# ---- block 1 ----
### Signal wires on met4, block 1

Drawn at 2 px/µm.
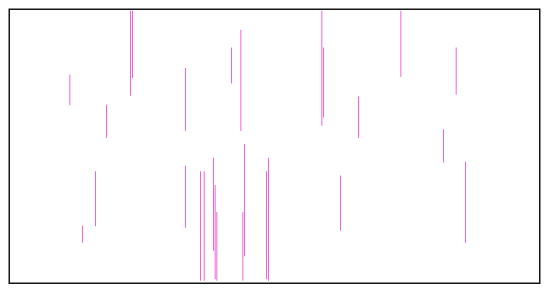
### src/rtl/ms_dec_vliw_pipe.sv
// Registered VLIW decode merge: selects one ISA decoder by CPU type, owns the
// multi-step sequencing register, arbitrates unity steps and buffers bundles in a 2-deep FIFO.
//
// state | meaning
// IDLE  | issuing plain steps; unity steps raise a request and move to WAIT
// WAIT  | unity request outstanding; the step issues on the first ack with FIFO space
module ms_dec_vliw_pipe #(
  parameter int CHANNELS = 2,
  parameter int VLIW_W   = 128,
  parameter int STEP_W   = 10,
  parameter int TYPE_W   = 2
) (
  input  logic                         AClkH,
  input  logic                         AResetH,
  input  logic [TYPE_W-1:0]            ACpuType,
  input  logic [CHANNELS*VLIW_W-1:0]   AChVliw,
  input  logic [CHANNELS*2-1:0]        AChCmdLen,
  input  logic [CHANNELS*STEP_W-1:0]   AChStepNext,
  input  logic [CHANNELS-1:0]          AChUnityReq,
  input  logic                         AInValid,
  output logic                         AInPop,
  output logic [STEP_W-1:0]            AStepThis,
  output logic                         AUnityReq,
  input  logic                         AUnityAck,
  input  logic                         AFlush,
  output logic                         AOutValid,
  input  logic                         AOutReady,
  output logic [VLIW_W-1:0]            AOutVliw,
  output logic [1:0]                   AOutCmdLen,
  output logic [STEP_W-1:0]            AOutStep,
  output logic                         AErrType
);

  localparam int ENT_W = VLIW_W + 2 + STEP_W;

  typedef enum logic {sIdle = 1'b0, sWait = 1'b1} stateT;

  stateT              state;
  stateT              stateNext;
  logic               selValid;
  logic [VLIW_W-1:0]  selVliw;
  logic [1:0]         selLen;
  logic [STEP_W-1:0]  selNext;
  logic               selUnity;
  logic               lastStep;
  logic               accept;
  logic               space;
  logic               fifoPop;
  logic [ENT_W-1:0]   fifoMem [2];
  logic [ENT_W-1:0]   pushEntry;
  logic [ENT_W-1:0]   head;
  logic               wrPtr;
  logic               rdPtr;
  logic [1:0]         count;

  // Channel selection; an out-of-range CPU type yields an all-zero selection.
  always_comb begin
    selValid = (int'(ACpuType) < CHANNELS);
    selVliw  = '0;
    selLen   = '0;
    selNext  = '0;
    selUnity = 1'b0;
    for (int k = 0; k < CHANNELS; k++) begin
      if (selValid && int'(ACpuType) == k) begin
        selVliw  = AChVliw[k*VLIW_W +: VLIW_W];
        selLen   = AChCmdLen[k*2 +: 2];
        selNext  = AChStepNext[k*STEP_W +: STEP_W];
        selUnity = AChUnityReq[k];
      end
    end
  end

  assign lastStep  = (selNext == '0);
  assign AOutValid = (count != 2'd0);
  assign fifoPop   = AOutValid & AOutReady;
  assign space     = (count < 2'd2) | fifoPop;

  always_ff @(posedge AClkH or posedge AResetH) begin
    if (AResetH) begin
      state <= sIdle;
    end else begin
      state <= stateNext;
    end
  end

  always_comb begin
    stateNext = state;
    if (AFlush) begin
      stateNext = sIdle;
    end else begin
      case (state)
        sIdle:   if (AInValid && selValid && selUnity) stateNext = sWait;
        sWait:   if (accept) stateNext = sIdle;
        default: stateNext = sIdle;
      endcase
    end
  end

  always_comb begin
    accept = 1'b0;
    if (!AResetH && !AFlush && AInValid && selValid && space) begin
      case (state)
        sIdle:   accept = !selUnity;
        sWait:   accept = AUnityAck;
        default: accept = 1'b0;
      endcase
    end
  end

  assign AInPop    = accept & lastStep;
  assign AUnityReq = (state == sWait);

  always_ff @(posedge AClkH or posedge AResetH) begin
    if (AResetH) begin
      AStepThis <= '0;
      AErrType  <= 1'b0;
    end else if (AFlush) begin
      AStepThis <= '0;
      AErrType  <= 1'b0;
    end else begin
      if (accept) AStepThis <= selNext;
      if (AInValid && !selValid) AErrType <= 1'b1;
    end
  end

  // Only the cmd-len of the final step is forwarded, so execute sees one length per command.
  assign pushEntry = {selVliw, (lastStep ? selLen : 2'b00), AStepThis};

  always_ff @(posedge AClkH or posedge AResetH) begin
    if (AResetH) begin
      fifoMem[0] <= '0;
      fifoMem[1] <= '0;
      wrPtr      <= 1'b0;
      rdPtr      <= 1'b0;
      count      <= 2'd0;
    end else if (AFlush) begin
      wrPtr <= 1'b0;
      rdPtr <= 1'b0;
      count <= 2'd0;
    end else begin
      if (accept) begin
        fifoMem[wrPtr] <= pushEntry;
        wrPtr          <= ~wrPtr;
      end
      if (fifoPop) rdPtr <= ~rdPtr;
      count <= count + {1'b0, accept} - {1'b0, fifoPop};
    end
  end

  assign head       = fifoMem[rdPtr];
  assign AOutVliw   = head[ENT_W-1 -: VLIW_W];
  assign AOutCmdLen = head[STEP_W +: 2];
  assign AOutStep   = head[STEP_W-1:0];

endmodule

### config.mk
export PLATFORM = sky130hd
export DESIGN_NAME = ms_dec_vliw_pipe
export DESIGN_NICKNAME = d
export VERILOG_FILES = /design/src/rtl/ms_dec_vliw_pipe.sv
export SDC_FILE = /design/constraint.sdc
export NUM_CORES = 1
export LEC_CHECK = 0
export ABC_AREA = 1
export CAP_MARGIN = 20
export CORE_ASPECT_RATIO = 0.5
export CORE_MARGIN = 4
export CORE_UTILIZATION = 45
export DETAILED_ROUTE_END_ITERATION = 7
export MAX_ROUTING_LAYER = met4
export PLACE_DENSITY_LB_ADDON = 0.05
export SLEW_MARGIN = 20
export SYNTH_ARGS = -nofsm -noshare
export SYNTH_HDL_FRONTEND = slang
export SYNTH_SLANG_ARGS = --single-unit
### constraint.sdc
create_clock -name AClkH -period 12.9 [get_ports AClkH]
set_clock_uncertainty 0.1 [all_clocks]
set_input_delay 1.935 -clock AClkH [delete_from_list [all_inputs] [get_ports AClkH]]
set_output_delay 1.935 -clock AClkH [all_outputs]
set_load 0.03 [all_outputs]
==> impl_metrics.csv <==
group,metric,value,unit
clocking,htree_levels,1,
timing,hold_viol,0,
timing,finalSetupTns,0,ns
power,combPwrFrac,37.6,%
critical_path,path_class,"primary input to primary output",
min_path,hold_depth,2,
critical_path,crit_arrival,5.39,ns
power,maxPowerGroup,"combinational logic",
min_path,hold_path.class,"flip-flop to flip-flop",
synthesis,aoi_share,10.3,%
clocking,cts.sinks,296,
critical_path,slowest_delay,0.95,ns
clocking,clk_pin_slew,0.07,ns
synthesis,yosys-stat-area,14800,µm²
status,run_status,"finished clean",
synthesis,ys_sh_simple,30.4,%
## Picture notes: 'Signal wires on met4' of block 1
wire length on this layer: 964 µm
main direction: vertical
share of all routed wire: 2.3%
longest straight run: 61.2 µm


# ---- block 2 ----
### The clock network, block 2

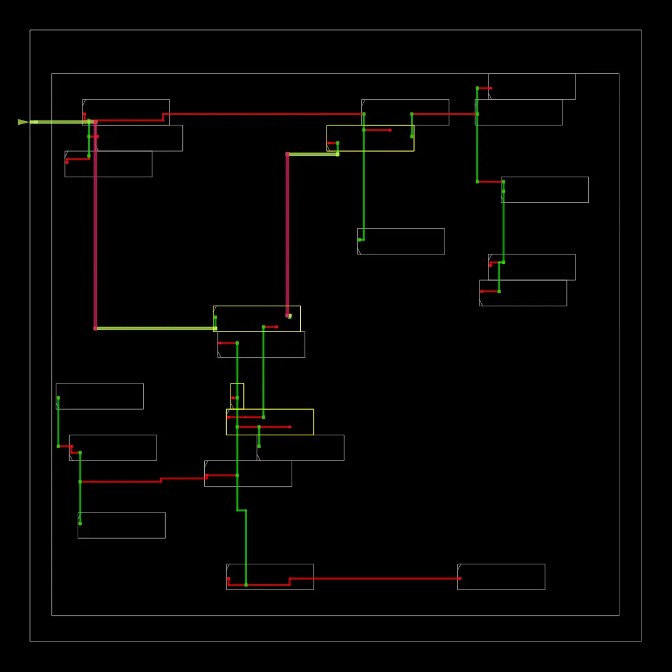
### Selected gate families, block 2

Drawn at 6 px/µm.
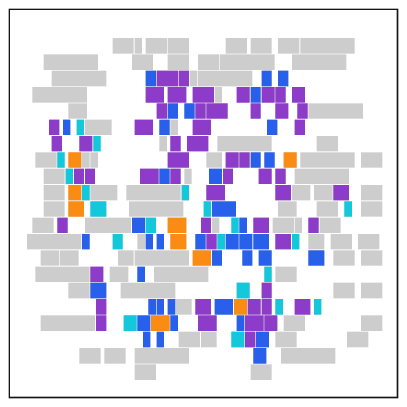
===== config.mk =====
export PLATFORM = sky130hd
export DESIGN_NAME = universal_shift_register_n
export DESIGN_NICKNAME = d
export VERILOG_FILES = /design/src/rtl/universal_shift_register_n.sv
export SDC_FILE = /design/constraint.sdc
export NUM_CORES = 1
export LEC_CHECK = 0
export CAP_MARGIN = 20
export CORE_MARGIN = 2
export CORE_UTILIZATION = 40
export CTS_BUF_LIST = sky130_fd_sc_hd__clkbuf_16
export DETAILED_ROUTE_END_ITERATION = 16
export PLACE_DENSITY = 0.65
export SKIP_CTS_REPAIR_TIMING = 1
export SYNTH_ARGS = -nofsm -noshare
export SYNTH_HDL_FRONTEND = slang
export SYNTH_SLANG_ARGS = --single-unit

===== constraint.sdc =====
create_clock -name clk -period 2.6 [get_ports clk]
set_clock_uncertainty 0.15 [all_clocks]
set_input_delay 0.26 -clock clk [delete_from_list [all_inputs] [get_ports clk]]
set_output_delay 0.26 -clock clk [all_outputs]
set_load 0.02 [all_outputs]

===== src/rtl/universal_shift_register_n.sv =====
// rtl/universal_shift_register_n.sv - N-bit universal shift register with burst engine
// Optional parity output enabled by defining USR_PARITY_EN.
module universal_shift_register_n #(
  parameter int               WIDTH     = 8,
  parameter int               CNT_W     = 4,
  parameter logic [WIDTH-1:0] RESET_VAL = '0
) (
  input  logic             clk,
  input  logic             reset,
  input  logic             en,
  input  logic [2:0]       mode,
  input  logic             ser_in_r,
  input  logic             ser_in_l,
  input  logic [WIDTH-1:0] data_in,
  input  logic             start,
  input  logic [CNT_W-1:0] count,
  output logic             busy,
  output logic             done,
`ifdef USR_PARITY_EN
  output logic             parity,
`endif
  output logic [WIDTH-1:0] data_out,
  output logic             ser_out_r,
  output logic             ser_out_l
);

  typedef enum logic [1:0] {S_IDLE, S_RUN, S_DONE} state_t;

  state_t           r_state;
  logic [WIDTH-1:0] r_data;
  logic [2:0]       r_mode;
  logic [CNT_W-1:0] r_remaining;
  logic             r_busy;
  logic             r_done;
  logic             w_last;

  function automatic logic [WIDTH-1:0] f_shift(
    input logic [2:0]       m,
    input logic [WIDTH-1:0] d,
    input logic [WIDTH-1:0] ld,
    input logic             sin_r,
    input logic             sin_l
  );
    case (m)
      3'b001:  f_shift = {sin_r, d[WIDTH-1:1]};
      3'b010:  f_shift = {d[WIDTH-2:0], sin_l};
      3'b011:  f_shift = ld;
      3'b100:  f_shift = {d[0], d[WIDTH-1:1]};
      3'b101:  f_shift = {d[WIDTH-2:0], d[WIDTH-1]};
      3'b110:  f_shift = {d[WIDTH-1], d[WIDTH-1:1]};
      3'b111:  f_shift = '0;
      default: f_shift = d;
    endcase
  endfunction

  // Non-shifting ops (hold/load/clear) finish a burst after a single edge.
  assign w_last = (r_remaining == CNT_W'(1)) || (r_mode == 3'b000) ||
                  (r_mode == 3'b011) || (r_mode == 3'b111);

  always_ff @(posedge clk or posedge reset) begin
    if (reset) begin
      r_state     <= S_IDLE;
      r_data      <= RESET_VAL;
      r_mode      <= 3'b000;
      r_remaining <= '0;
      r_busy      <= 1'b0;
      r_done      <= 1'b0;
    end else begin
      case (r_state)
        S_IDLE, S_DONE: begin
          r_done <= 1'b0;
          if (start) begin
            r_mode      <= mode;
            r_remaining <= count;
            if (count == '0) begin
              r_state <= S_DONE;
              r_done  <= 1'b1;
            end else begin
              r_state <= S_RUN;
              r_busy  <= 1'b1;
            end
          end else begin
            r_state <= S_IDLE;
            if (r_state == S_IDLE && en)
              r_data <= f_shift(mode, r_data, data_in, ser_in_r, ser_in_l);
          end
        end
        S_RUN: begin
          r_data <= f_shift(r_mode, r_data, data_in, ser_in_r, ser_in_l);
          if (w_last) begin
            r_state <= S_DONE;
            r_busy  <= 1'b0;
            r_done  <= 1'b1;
          end else begin
            r_remaining <= r_remaining - CNT_W'(1);
          end
        end
        default: begin
          r_state <= S_IDLE;
          r_busy  <= 1'b0;
          r_done  <= 1'b0;
        end
      endcase
    end
  end

  assign busy      = r_busy;
  assign done      = r_done;
  assign data_out  = r_data;
  assign ser_out_r = r_data[0];
  assign ser_out_l = r_data[WIDTH-1];
`ifdef USR_PARITY_EN
  assign parity    = ^r_data;
`endif

endmodule


==> impl_metrics.csv <==
group,metric,value,unit
synthesis,logic_family,"AND-OR/OR-AND gates",
cells_and_area,clock_cell_area_share,4.22,%
cells_and_area,final_util,54.7,%
synthesis,ys_sh_simple,25.1,%
job,tool_warnings,27,
routing,final_antenna_net_count,0,
routing,dr_wl_met2,1940,µm
timing,rsz0062_at_grt,"false",
timing,slew_headroom,49.7,%
critical_path,startpoint,"r_state[0]",
global_routing,grt_use_met3,2.60,%
synthesis,largest_area_cell,"dfrtp_1",
critical_path,slowest_delay,0.48,ns
timing,setup_ws,0.564,ns
critical_path,crit_arrival,2.00,ns
status,run_status,"finished clean",
cells_and_area,diodes,0,
die,fp_util,42.8,%
synthesis,fa_ha_area_share,1.71,%
cells_and_area,logic_gate_count,139,
## Picture notes: 'The clock network' of block 2
Clk Latency, worst-skew pair: 0.25 ns
CTS Sinks: 18
Clock net power: 0.312 mW
total CTS buffers: 3
# clk buffers: 3

## Picture notes: 'Selected gate families' of block 2
legend:
  nor cells:
    color: cyan
    cells: 20
    most_used: nor2_1
  nand cells:
    color: blue
    cells: 40
    most_used: nand3_1
  and/or cells:
    color: orange
    cells: 9
    most_used: or3_1
  aoi and oai cells:
    color: purple
    cells: 54
    most_used: o21ai_0


# ---- block 3 ----
### Wiring by layer, block 3

Drawn at 1.5 px/µm. Two of the layers only.
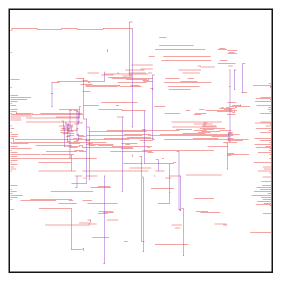
### Signal wires on met4, block 3

Drawn at 2 px/µm.
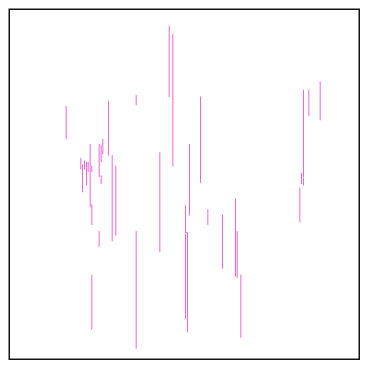
### src/rtl/wb_write_queue.sv
// wb_write_queue: buffers pending register-file writes and retires one per
// cycle onto the file's write port (we3/wa3/wd3). Queued values are also
// forwarded to the two read ports so that readers see the newest pending data.
module wb_write_queue #(
    parameter int DEPTH = 4,
    parameter int DW    = 32,
    parameter int AW    = 5
) (
    input  logic                       clk,
    input  logic                       reset_n,
    input  logic                       push_valid,
    output logic                       push_ready,
    input  logic [AW-1:0]              push_addr,
    input  logic [DW-1:0]              push_data,
    input  logic                       drain_hold,
    output logic                       we3,
    output logic [AW-1:0]              wa3,
    output logic [DW-1:0]              wd3,
    input  logic [AW-1:0]              ra1,
    input  logic [AW-1:0]              ra2,
    output logic                       fwd1_hit,
    output logic [DW-1:0]              fwd1_data,
    output logic                       fwd2_hit,
    output logic [DW-1:0]              fwd2_data,
    output logic [$clog2(DEPTH):0]     count,
    output logic                       empty,
    output logic                       full
);

    localparam int PW = $clog2(DEPTH);
    localparam int CW = PW + 1;

    logic [AW-1:0] r_addrMem [DEPTH];
    logic [DW-1:0] r_dataMem [DEPTH];
    logic [PW-1:0] r_head;
    logic [PW-1:0] r_tail;
    logic [CW-1:0] r_count;

    logic          w_accept;
    logic          w_push;
    logic          w_pop;
    logic [DW:0]   w_fwd1;
    logic [DW:0]   w_fwd2;

    // Walks the valid entries oldest to youngest so the youngest match wins.
    // Register 0 is hardwired, so a zero read address never hits.
    function automatic logic [DW:0] lookup(input logic [AW-1:0] ra);
        logic [DW:0]   result;
        logic [PW-1:0] idx;
        result = '0;
        for (int i = 0; i < DEPTH; i++) begin
            idx = r_head + PW'(i);
            if ((CW'(i) < r_count) && (ra != '0) && (r_addrMem[idx] == ra)) begin
                result = {1'b1, r_dataMem[idx]};
            end
        end
        return result;
    endfunction

    assign empty      = (r_count == '0);
    assign full       = (r_count == CW'(DEPTH));
    assign count      = r_count;
    assign push_ready = reset_n & ~full;

    // Writes to register 0 complete the handshake but are never stored.
    assign w_accept = push_valid & push_ready;
    assign w_push   = w_accept & (push_addr != '0);

    // The head entry is presented for the whole cycle and popped at the next
    // rising edge; the file itself commits on the falling edge in between.
    assign we3   = ~empty & ~drain_hold & reset_n;
    assign w_pop = we3;

    // Head entry drives the write port; zero whenever nothing is queued.
    always_comb begin
        wa3 = '0;
        wd3 = '0;
        if (!empty && reset_n) begin
            wa3 = r_addrMem[r_head];
            wd3 = r_dataMem[r_head];
        end
    end

    // Forwarding lookups for both read ports, suppressed while in reset.
    always_comb begin
        w_fwd1 = '0;
        w_fwd2 = '0;
        if (reset_n) begin
            w_fwd1 = lookup(ra1);
            w_fwd2 = lookup(ra2);
        end
    end

    assign fwd1_hit  = w_fwd1[DW];
    assign fwd1_data = w_fwd1[DW-1:0];
    assign fwd2_hit  = w_fwd2[DW];
    assign fwd2_data = w_fwd2[DW-1:0];

    // Entry storage; validity is tracked by the pointers and count, so it needs no reset.
    always_ff @(posedge clk) begin
        if (w_push) begin
            r_addrMem[r_tail] <= push_addr;
            r_dataMem[r_tail] <= push_data;
        end
    end

    // Pointer and occupancy bookkeeping; reset discards every queued write.
    always_ff @(posedge clk) begin
        if (!reset_n) begin
            r_head  <= '0;
            r_tail  <= '0;
            r_count <= '0;
        end else begin
            if (w_push) begin
                r_tail <= r_tail + 1'b1;
            end
            if (w_pop) begin
                r_head <= r_head + 1'b1;
            end
            case ({w_push, w_pop})
                2'b10:   r_count <= r_count + 1'b1;
                2'b01:   r_count <= r_count - 1'b1;
                default: r_count <= r_count;
            endcase
        end
    end

endmodule

### config.mk
export PLATFORM = sky130hd
export DESIGN_NAME = wb_write_queue
export DESIGN_NICKNAME = d
export VERILOG_FILES = /design/src/rtl/wb_write_queue.sv
export SDC_FILE = /design/constraint.sdc
export NUM_CORES = 1
export LEC_CHECK = 0
export CORE_MARGIN = 2
export CORE_UTILIZATION = 43
export DETAILED_ROUTE_END_ITERATION = 16
export HOLD_SLACK_MARGIN = 0.08
export SLEW_MARGIN = 20
export SYNTH_ARGS = -nofsm -noshare
export SYNTH_HDL_FRONTEND = slang
export SYNTH_SLANG_ARGS = --single-unit
### constraint.sdc
create_clock -name clk -period 3.54 [get_ports clk]
set_clock_uncertainty 0.2 [all_clocks]
set_input_delay 0.354 -clock clk [delete_from_list [all_inputs] [get_ports clk]]
set_output_delay 0.354 -clock clk [all_outputs]
set_load 0.05 [all_outputs]
==> impl_metrics.csv <==
group,metric,value,unit
cells_and_area,regArea,4640,µm²
cells_and_area,clock_cell_area_share,3.44,%
clocking,clock_path_buffers,2,
global_routing,grt_overflow,0,
global_routing,grt_pass1_vias,10500,
synthesis,ys.flops,157,
status,run_status,"finished, violations left",
min_path,hp-start,"reset_n",
synthesis,mux_share,26.6,%
synthesis,largest_area_cell,"edfxtp_1",
routing,wl,41100,µm
place,dpl.cell_count,1582,
synthesis,async_reset_ff_share,0,%
die,io_pins,161,
routing,dr_wl_met2,19800,µm
cells_and_area,top_register,"r_dataMem",
critical_path,path_class,"flip-flop to primary output",
critical_path,worst-path-max-fanout,9,
timing,finalSetupViolations,65,
critical_path,rr_startpoint,"count[0]",
routing,final_antenna_net_count,0,
critical_path,r2r-end,"count[2]",
status,failed_checks,"setup timing",
synthesis,syn_inst,1070,
timing,setup_ws,-0.278,ns
Notes on 'Wiring by layer' of block 3 above:
legend:
  M3:
    color: red
    wire_length: 3390 µm
  M4:
    color: purple
    wire_length: 903 µm
gr usage total: 26.6%
wire length per cell: 25.0 µm

Notes on 'Signal wires on met4' of block 3 above:
nets with wire on the layer: 33
main direction: vertical
longest straight run: 66.0 µm


# ---- block 4 ----
### Wiring by layer, block 4

Drawn at 4 px/µm. Two of the layers only.
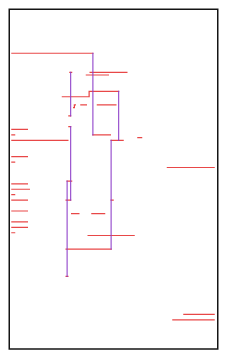
### Selected gate families, block 4

Drawn at 6 px/µm.
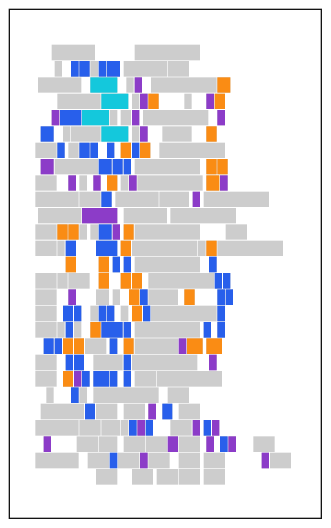
===== config.mk =====
export PLATFORM = sky130hd
export DESIGN_NAME = flags_generator_flat
export DESIGN_NICKNAME = d
export VERILOG_FILES = /design/src/rtl/flags_generator_if.sv /design/src/rtl/flags_generator.sv /design/src/flat_wrapper.sv
export SDC_FILE = /design/constraint.sdc
export NUM_CORES = 1
export LEC_CHECK = 0
export ABC_AREA = 1
export ABC_CLOCK_PERIOD_IN_PS = 2800
export CORE_ASPECT_RATIO = 1.75
export CORE_MARGIN = 4
export CORE_UTILIZATION = 43
export DETAILED_ROUTE_END_ITERATION = 6
export GPL_TIMING_DRIVEN = 0
export PLACE_DENSITY = 0.87
export SETUP_SLACK_MARGIN = 0.02
export SLEW_MARGIN = 10
export SYNTH_ARGS = -nofsm -noshare
export SYNTH_HDL_FRONTEND = slang
export SYNTH_SLANG_ARGS = --single-unit

===== constraint.sdc =====
create_clock -name clk -period 2.8 [get_ports clk]
set_input_delay 0.42 -clock clk [delete_from_list [all_inputs] [get_ports clk]]
set_output_delay 0.42 -clock clk [all_outputs]
set_load 0.02 [all_outputs]

===== src/rtl/flags_generator_if.sv =====
// Bus bundle for flags_generator: writeback, load, stack controls and flag outputs.
// The master modport drives the stimulus and receives the flags, the slave is the block itself.
interface flags_generator_if #(
  parameter int WIDTH = 16
);
  logic             issue_set_flags;
  logic             res_valid;
  logic             res_set_flags;
  logic             res_is_sub;
  logic [WIDTH-1:0] op_a;
  logic [WIDTH-1:0] op_b;
  logic [WIDTH-1:0] result;
  logic             carry_out;
  logic             flags_load;
  logic [3:0]       flags_load_data;
  logic             flags_push;
  logic             flags_pop;
  logic [3:0]       flags;
  logic             flags_valid;
  logic             stack_empty;
  logic             stack_full;
  logic             err;

  modport master (
    output issue_set_flags, res_valid, res_set_flags, res_is_sub,
    output op_a, op_b, result, carry_out,
    output flags_load, flags_load_data, flags_push, flags_pop,
    input  flags, flags_valid, stack_empty, stack_full, err
  );

  modport slave (
    input  issue_set_flags, res_valid, res_set_flags, res_is_sub,
    input  op_a, op_b, result, carry_out,
    input  flags_load, flags_load_data, flags_push, flags_pop,
    output flags, flags_valid, stack_empty, stack_full, err
  );
endinterface


===== src/rtl/flags_generator.sv =====
// NZCV flag register with outstanding flag-setter tracking, a save/restore stack
// and a direct-load path. All outputs are registered.
module flags_generator #(
  parameter int WIDTH       = 16,
  parameter int STACK_DEPTH = 4,
  parameter int MAX_PEND    = 3
) (
  input  logic          clk,
  input  logic          reset_n,
  flags_generator_if.slave bus
);
  localparam int AW   = $clog2(STACK_DEPTH);
  localparam int SP_W = AW + 1;
  localparam int PW   = $clog2(MAX_PEND + 1);

  logic [3:0]      flags_q, flags_d;
  logic [PW-1:0]   pend_q, pend_d;
  logic            valid_q, valid_d;
  logic [SP_W-1:0] sp_q, sp_d;
  logic            empty_q, empty_d;
  logic            full_q, full_d;
  logic            err_q, err_d;
  logic [3:0]      stack_mem [STACK_DEPTH];

  logic            alu_upd, do_push, do_pop;
  logic [3:0]      alu_flags;
  logic [AW-1:0]   top_idx;
  logic            msb_a, msb_b, msb_r, v_flag;

  assign msb_a = bus.op_a[WIDTH-1];
  assign msb_b = bus.op_b[WIDTH-1];
  assign msb_r = bus.result[WIDTH-1];
  // op_b is the un-inverted operand, so subtract overflows when the signs differ.
  assign v_flag    = (bus.res_is_sub ? (msb_a != msb_b) : (msb_a == msb_b)) && (msb_r != msb_a);
  assign alu_flags = {msb_r, (bus.result == '0), bus.carry_out, v_flag};
  assign alu_upd   = bus.res_valid && bus.res_set_flags;

  assign do_push = bus.flags_push && !bus.flags_pop && !full_q;
  assign do_pop  = bus.flags_pop && !bus.flags_push && !empty_q;
  assign top_idx = AW'(sp_q - 1'b1);

  always_comb begin
    flags_d = flags_q;
    pend_d  = pend_q;
    sp_d    = sp_q;
    err_d   = err_q;

    if (do_pop)              flags_d = stack_mem[top_idx];
    else if (bus.flags_load) flags_d = bus.flags_load_data;
    else if (alu_upd)        flags_d = alu_flags;

    if (bus.flags_push && bus.flags_pop)                 err_d = 1'b1;
    else if (bus.flags_push && full_q)                   err_d = 1'b1;
    else if (bus.flags_pop && empty_q)                   err_d = 1'b1;

    if (do_push) sp_d = sp_q + 1'b1;
    if (do_pop)  sp_d = sp_q - 1'b1;

    if (bus.issue_set_flags && !alu_upd) begin
      if (pend_q == PW'(MAX_PEND)) err_d = 1'b1;
      else                         pend_d = pend_q + 1'b1;
    end else if (alu_upd && !bus.issue_set_flags) begin
      if (pend_q == '0) err_d = 1'b1;
      else              pend_d = pend_q - 1'b1;
    end

    valid_d = (pend_d == '0);
    empty_d = (sp_d == '0);
    full_d  = (sp_d == SP_W'(STACK_DEPTH));
  end

  always_ff @(posedge clk) begin
    if (!reset_n) begin
      flags_q <= '0;
      pend_q  <= '0;
      valid_q <= 1'b1;
      sp_q    <= '0;
      empty_q <= 1'b1;
      full_q  <= 1'b0;
      err_q   <= 1'b0;
    end else begin
      flags_q <= flags_d;
      pend_q  <= pend_d;
      valid_q <= valid_d;
      sp_q    <= sp_d;
      empty_q <= empty_d;
      full_q  <= full_d;
      err_q   <= err_d;
    end
  end

  // Stack contents need no reset; only the pointer defines what is live.
  always_ff @(posedge clk) begin
    if (reset_n && do_push) stack_mem[sp_q[AW-1:0]] <= flags_q;
  end

  assign bus.flags       = flags_q;
  assign bus.flags_valid = valid_q;
  assign bus.stack_empty = empty_q;
  assign bus.stack_full  = full_q;
  assign bus.err         = err_q;
endmodule


===== src/flat_wrapper.sv =====
// flat-port wrapper written by rule: the top's interface ports become plain ports
module flags_generator_flat 
#(
  parameter int WIDTH       = 16,
  parameter int STACK_DEPTH = 4,
  parameter int MAX_PEND    = 3
)
  (clk, reset_n, bus_issue_set_flags, bus_res_valid, bus_res_set_flags, bus_res_is_sub, bus_op_a, bus_op_b, bus_result, bus_carry_out, bus_flags_load, bus_flags_load_data, bus_flags_push, bus_flags_pop, bus_flags, bus_flags_valid, bus_stack_empty, bus_stack_full, bus_err);
  flags_generator_if #(.WIDTH(WIDTH)) bus_i ();
  input  logic clk;
  input  logic reset_n;
  input wire logic [$bits(bus_i.issue_set_flags)-1:0] bus_issue_set_flags;
  input wire logic [$bits(bus_i.res_valid)-1:0] bus_res_valid;
  input wire logic [$bits(bus_i.res_set_flags)-1:0] bus_res_set_flags;
  input wire logic [$bits(bus_i.res_is_sub)-1:0] bus_res_is_sub;
  input wire logic [$bits(bus_i.op_a)-1:0] bus_op_a;
  input wire logic [$bits(bus_i.op_b)-1:0] bus_op_b;
  input wire logic [$bits(bus_i.result)-1:0] bus_result;
  input wire logic [$bits(bus_i.carry_out)-1:0] bus_carry_out;
  input wire logic [$bits(bus_i.flags_load)-1:0] bus_flags_load;
  input wire logic [$bits(bus_i.flags_load_data)-1:0] bus_flags_load_data;
  input wire logic [$bits(bus_i.flags_push)-1:0] bus_flags_push;
  input wire logic [$bits(bus_i.flags_pop)-1:0] bus_flags_pop;
  output wire logic [$bits(bus_i.flags)-1:0] bus_flags;
  output wire logic [$bits(bus_i.flags_valid)-1:0] bus_flags_valid;
  output wire logic [$bits(bus_i.stack_empty)-1:0] bus_stack_empty;
  output wire logic [$bits(bus_i.stack_full)-1:0] bus_stack_full;
  output wire logic [$bits(bus_i.err)-1:0] bus_err;
  assign bus_i.issue_set_flags = bus_issue_set_flags;
  assign bus_i.res_valid = bus_res_valid;
  assign bus_i.res_set_flags = bus_res_set_flags;
  assign bus_i.res_is_sub = bus_res_is_sub;
  assign bus_i.op_a = bus_op_a;
  assign bus_i.op_b = bus_op_b;
  assign bus_i.result = bus_result;
  assign bus_i.carry_out = bus_carry_out;
  assign bus_i.flags_load = bus_flags_load;
  assign bus_i.flags_load_data = bus_flags_load_data;
  assign bus_i.flags_push = bus_flags_push;
  assign bus_i.flags_pop = bus_flags_pop;
  assign bus_flags = bus_i.flags;
  assign bus_flags_valid = bus_i.flags_valid;
  assign bus_stack_empty = bus_i.stack_empty;
  assign bus_stack_full = bus_i.stack_full;
  assign bus_err = bus_i.err;
  flags_generator #(.WIDTH(WIDTH), .STACK_DEPTH(STACK_DEPTH), .MAX_PEND(MAX_PEND)) u_core (.clk(clk), .reset_n(reset_n), .bus(bus_i));
endmodule

==> impl_metrics.csv <==
group,metric,value,unit
status,run_status,"finished clean",
synthesis,synth_area_per_cell,8.28,µm²
power,internal-power,0.942,mW
cells_and_area,final_cell_mix,"38 x clkdlybuf4s50_1, 37 x nand2_1, 26 x nor2_1, 18 x inv_1, 17 x o21ai_0",
routing,wl_met3,175,µm
cells_and_area,area.growth.synth_to_final,39.4,%
clocking,clock_latency,0.28,ns
routing,vias_per_cell,5.04,
critical_path,rr_startpoint,"u_core.sp_q[0]",
min_path,min_to,"u_core.bus.err",
routing,wl_met1,1070,µm
critical_path,crit_arrival,2.04,ns
power,powerSeq,0.501,mW
job,cap_violations,0,
cells_and_area,nNetsFinal,285,
timing,setup_ws,0.975,ns
min_path,hold_path.class,"primary input to flip-flop",
routing,drc,0,
cells_and_area,largest_register_ffs,16,
timing,rsz0062_at_grt,"false",
synthesis,most_common_cell,"nand2_1",
## Picture notes: 'Wiring by layer' of block 4
legend:
  M3:
    color: red
    wire_length: 175 µm
  M4:
    color: purple
    wire_length: 113 µm
Total Wirelength: 3190 µm
gr usage total: 17.1%
via count: 1325
wire length per cell: 12.1 µm

## Picture notes: 'Selected gate families' of block 4
legend:
  aoi and oai cells:
    color: orange
    cells: 30
    most_used: o21ai_0
  fa/ha/maj cells:
    color: cyan
    cells: 4
    most_used: ha_1
  nand cells:
    color: blue
    cells: 55
    most_used: nand2_1
  nor cells:
    color: purple
    cells: 29
    most_used: nor2_1
Post-Layout Cell Count: 263
fraction of area in multi-input gates: 30.3%
most frequent logic cell in the layout: clkdlybuf4s50_1



## Gallery

The clock network.
image #1
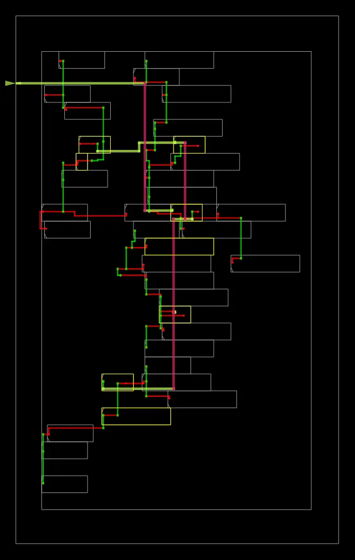
image #2
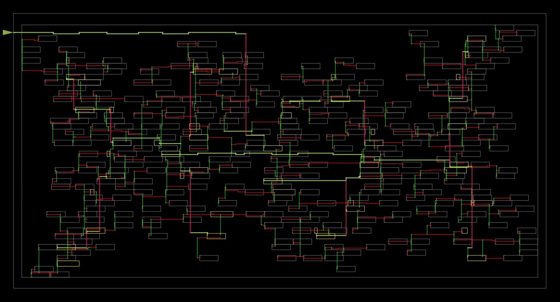
image #3
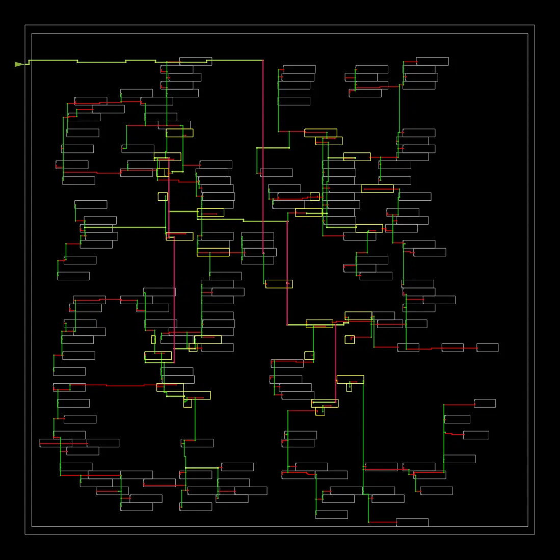
block 4 -> image #1
block 3 -> image #3
block 1 -> image #2


==> layout pictures side by side <==
I/O pins on the die edge.
picture 1
Drawn at 6 px/µm. Pins as bars across the die edge, other pins in gray.
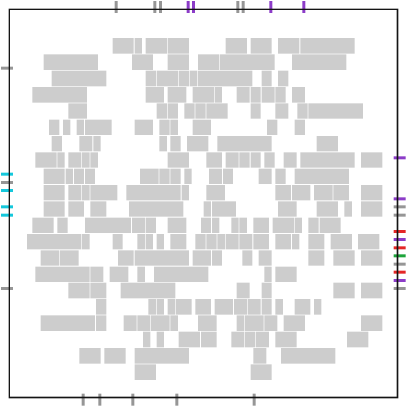
picture 2
Drawn at 6 px/µm. Pins as bars across the die edge, other pins in gray.
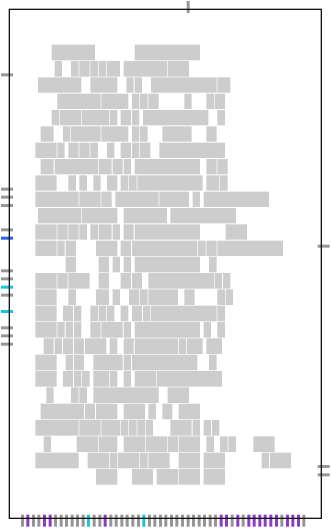
picture 3
Drawn at 2 px/µm. Pins as bars across the die edge, other pins in gray.
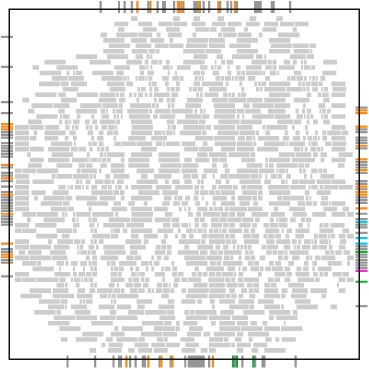
picture 4
Drawn at 2 px/µm. Pins as bars across the die edge, other pins in gray.
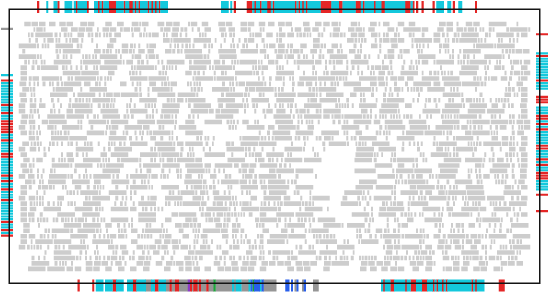
- largest die: picture 4
- fewest pins: picture 1
For block 1, see picture 4.
For block 3, see picture 3.
For block 4, see picture 2.
For block 2, see picture 1.

Power figures rest on the tool's default switching activity, not on a simulated workload.
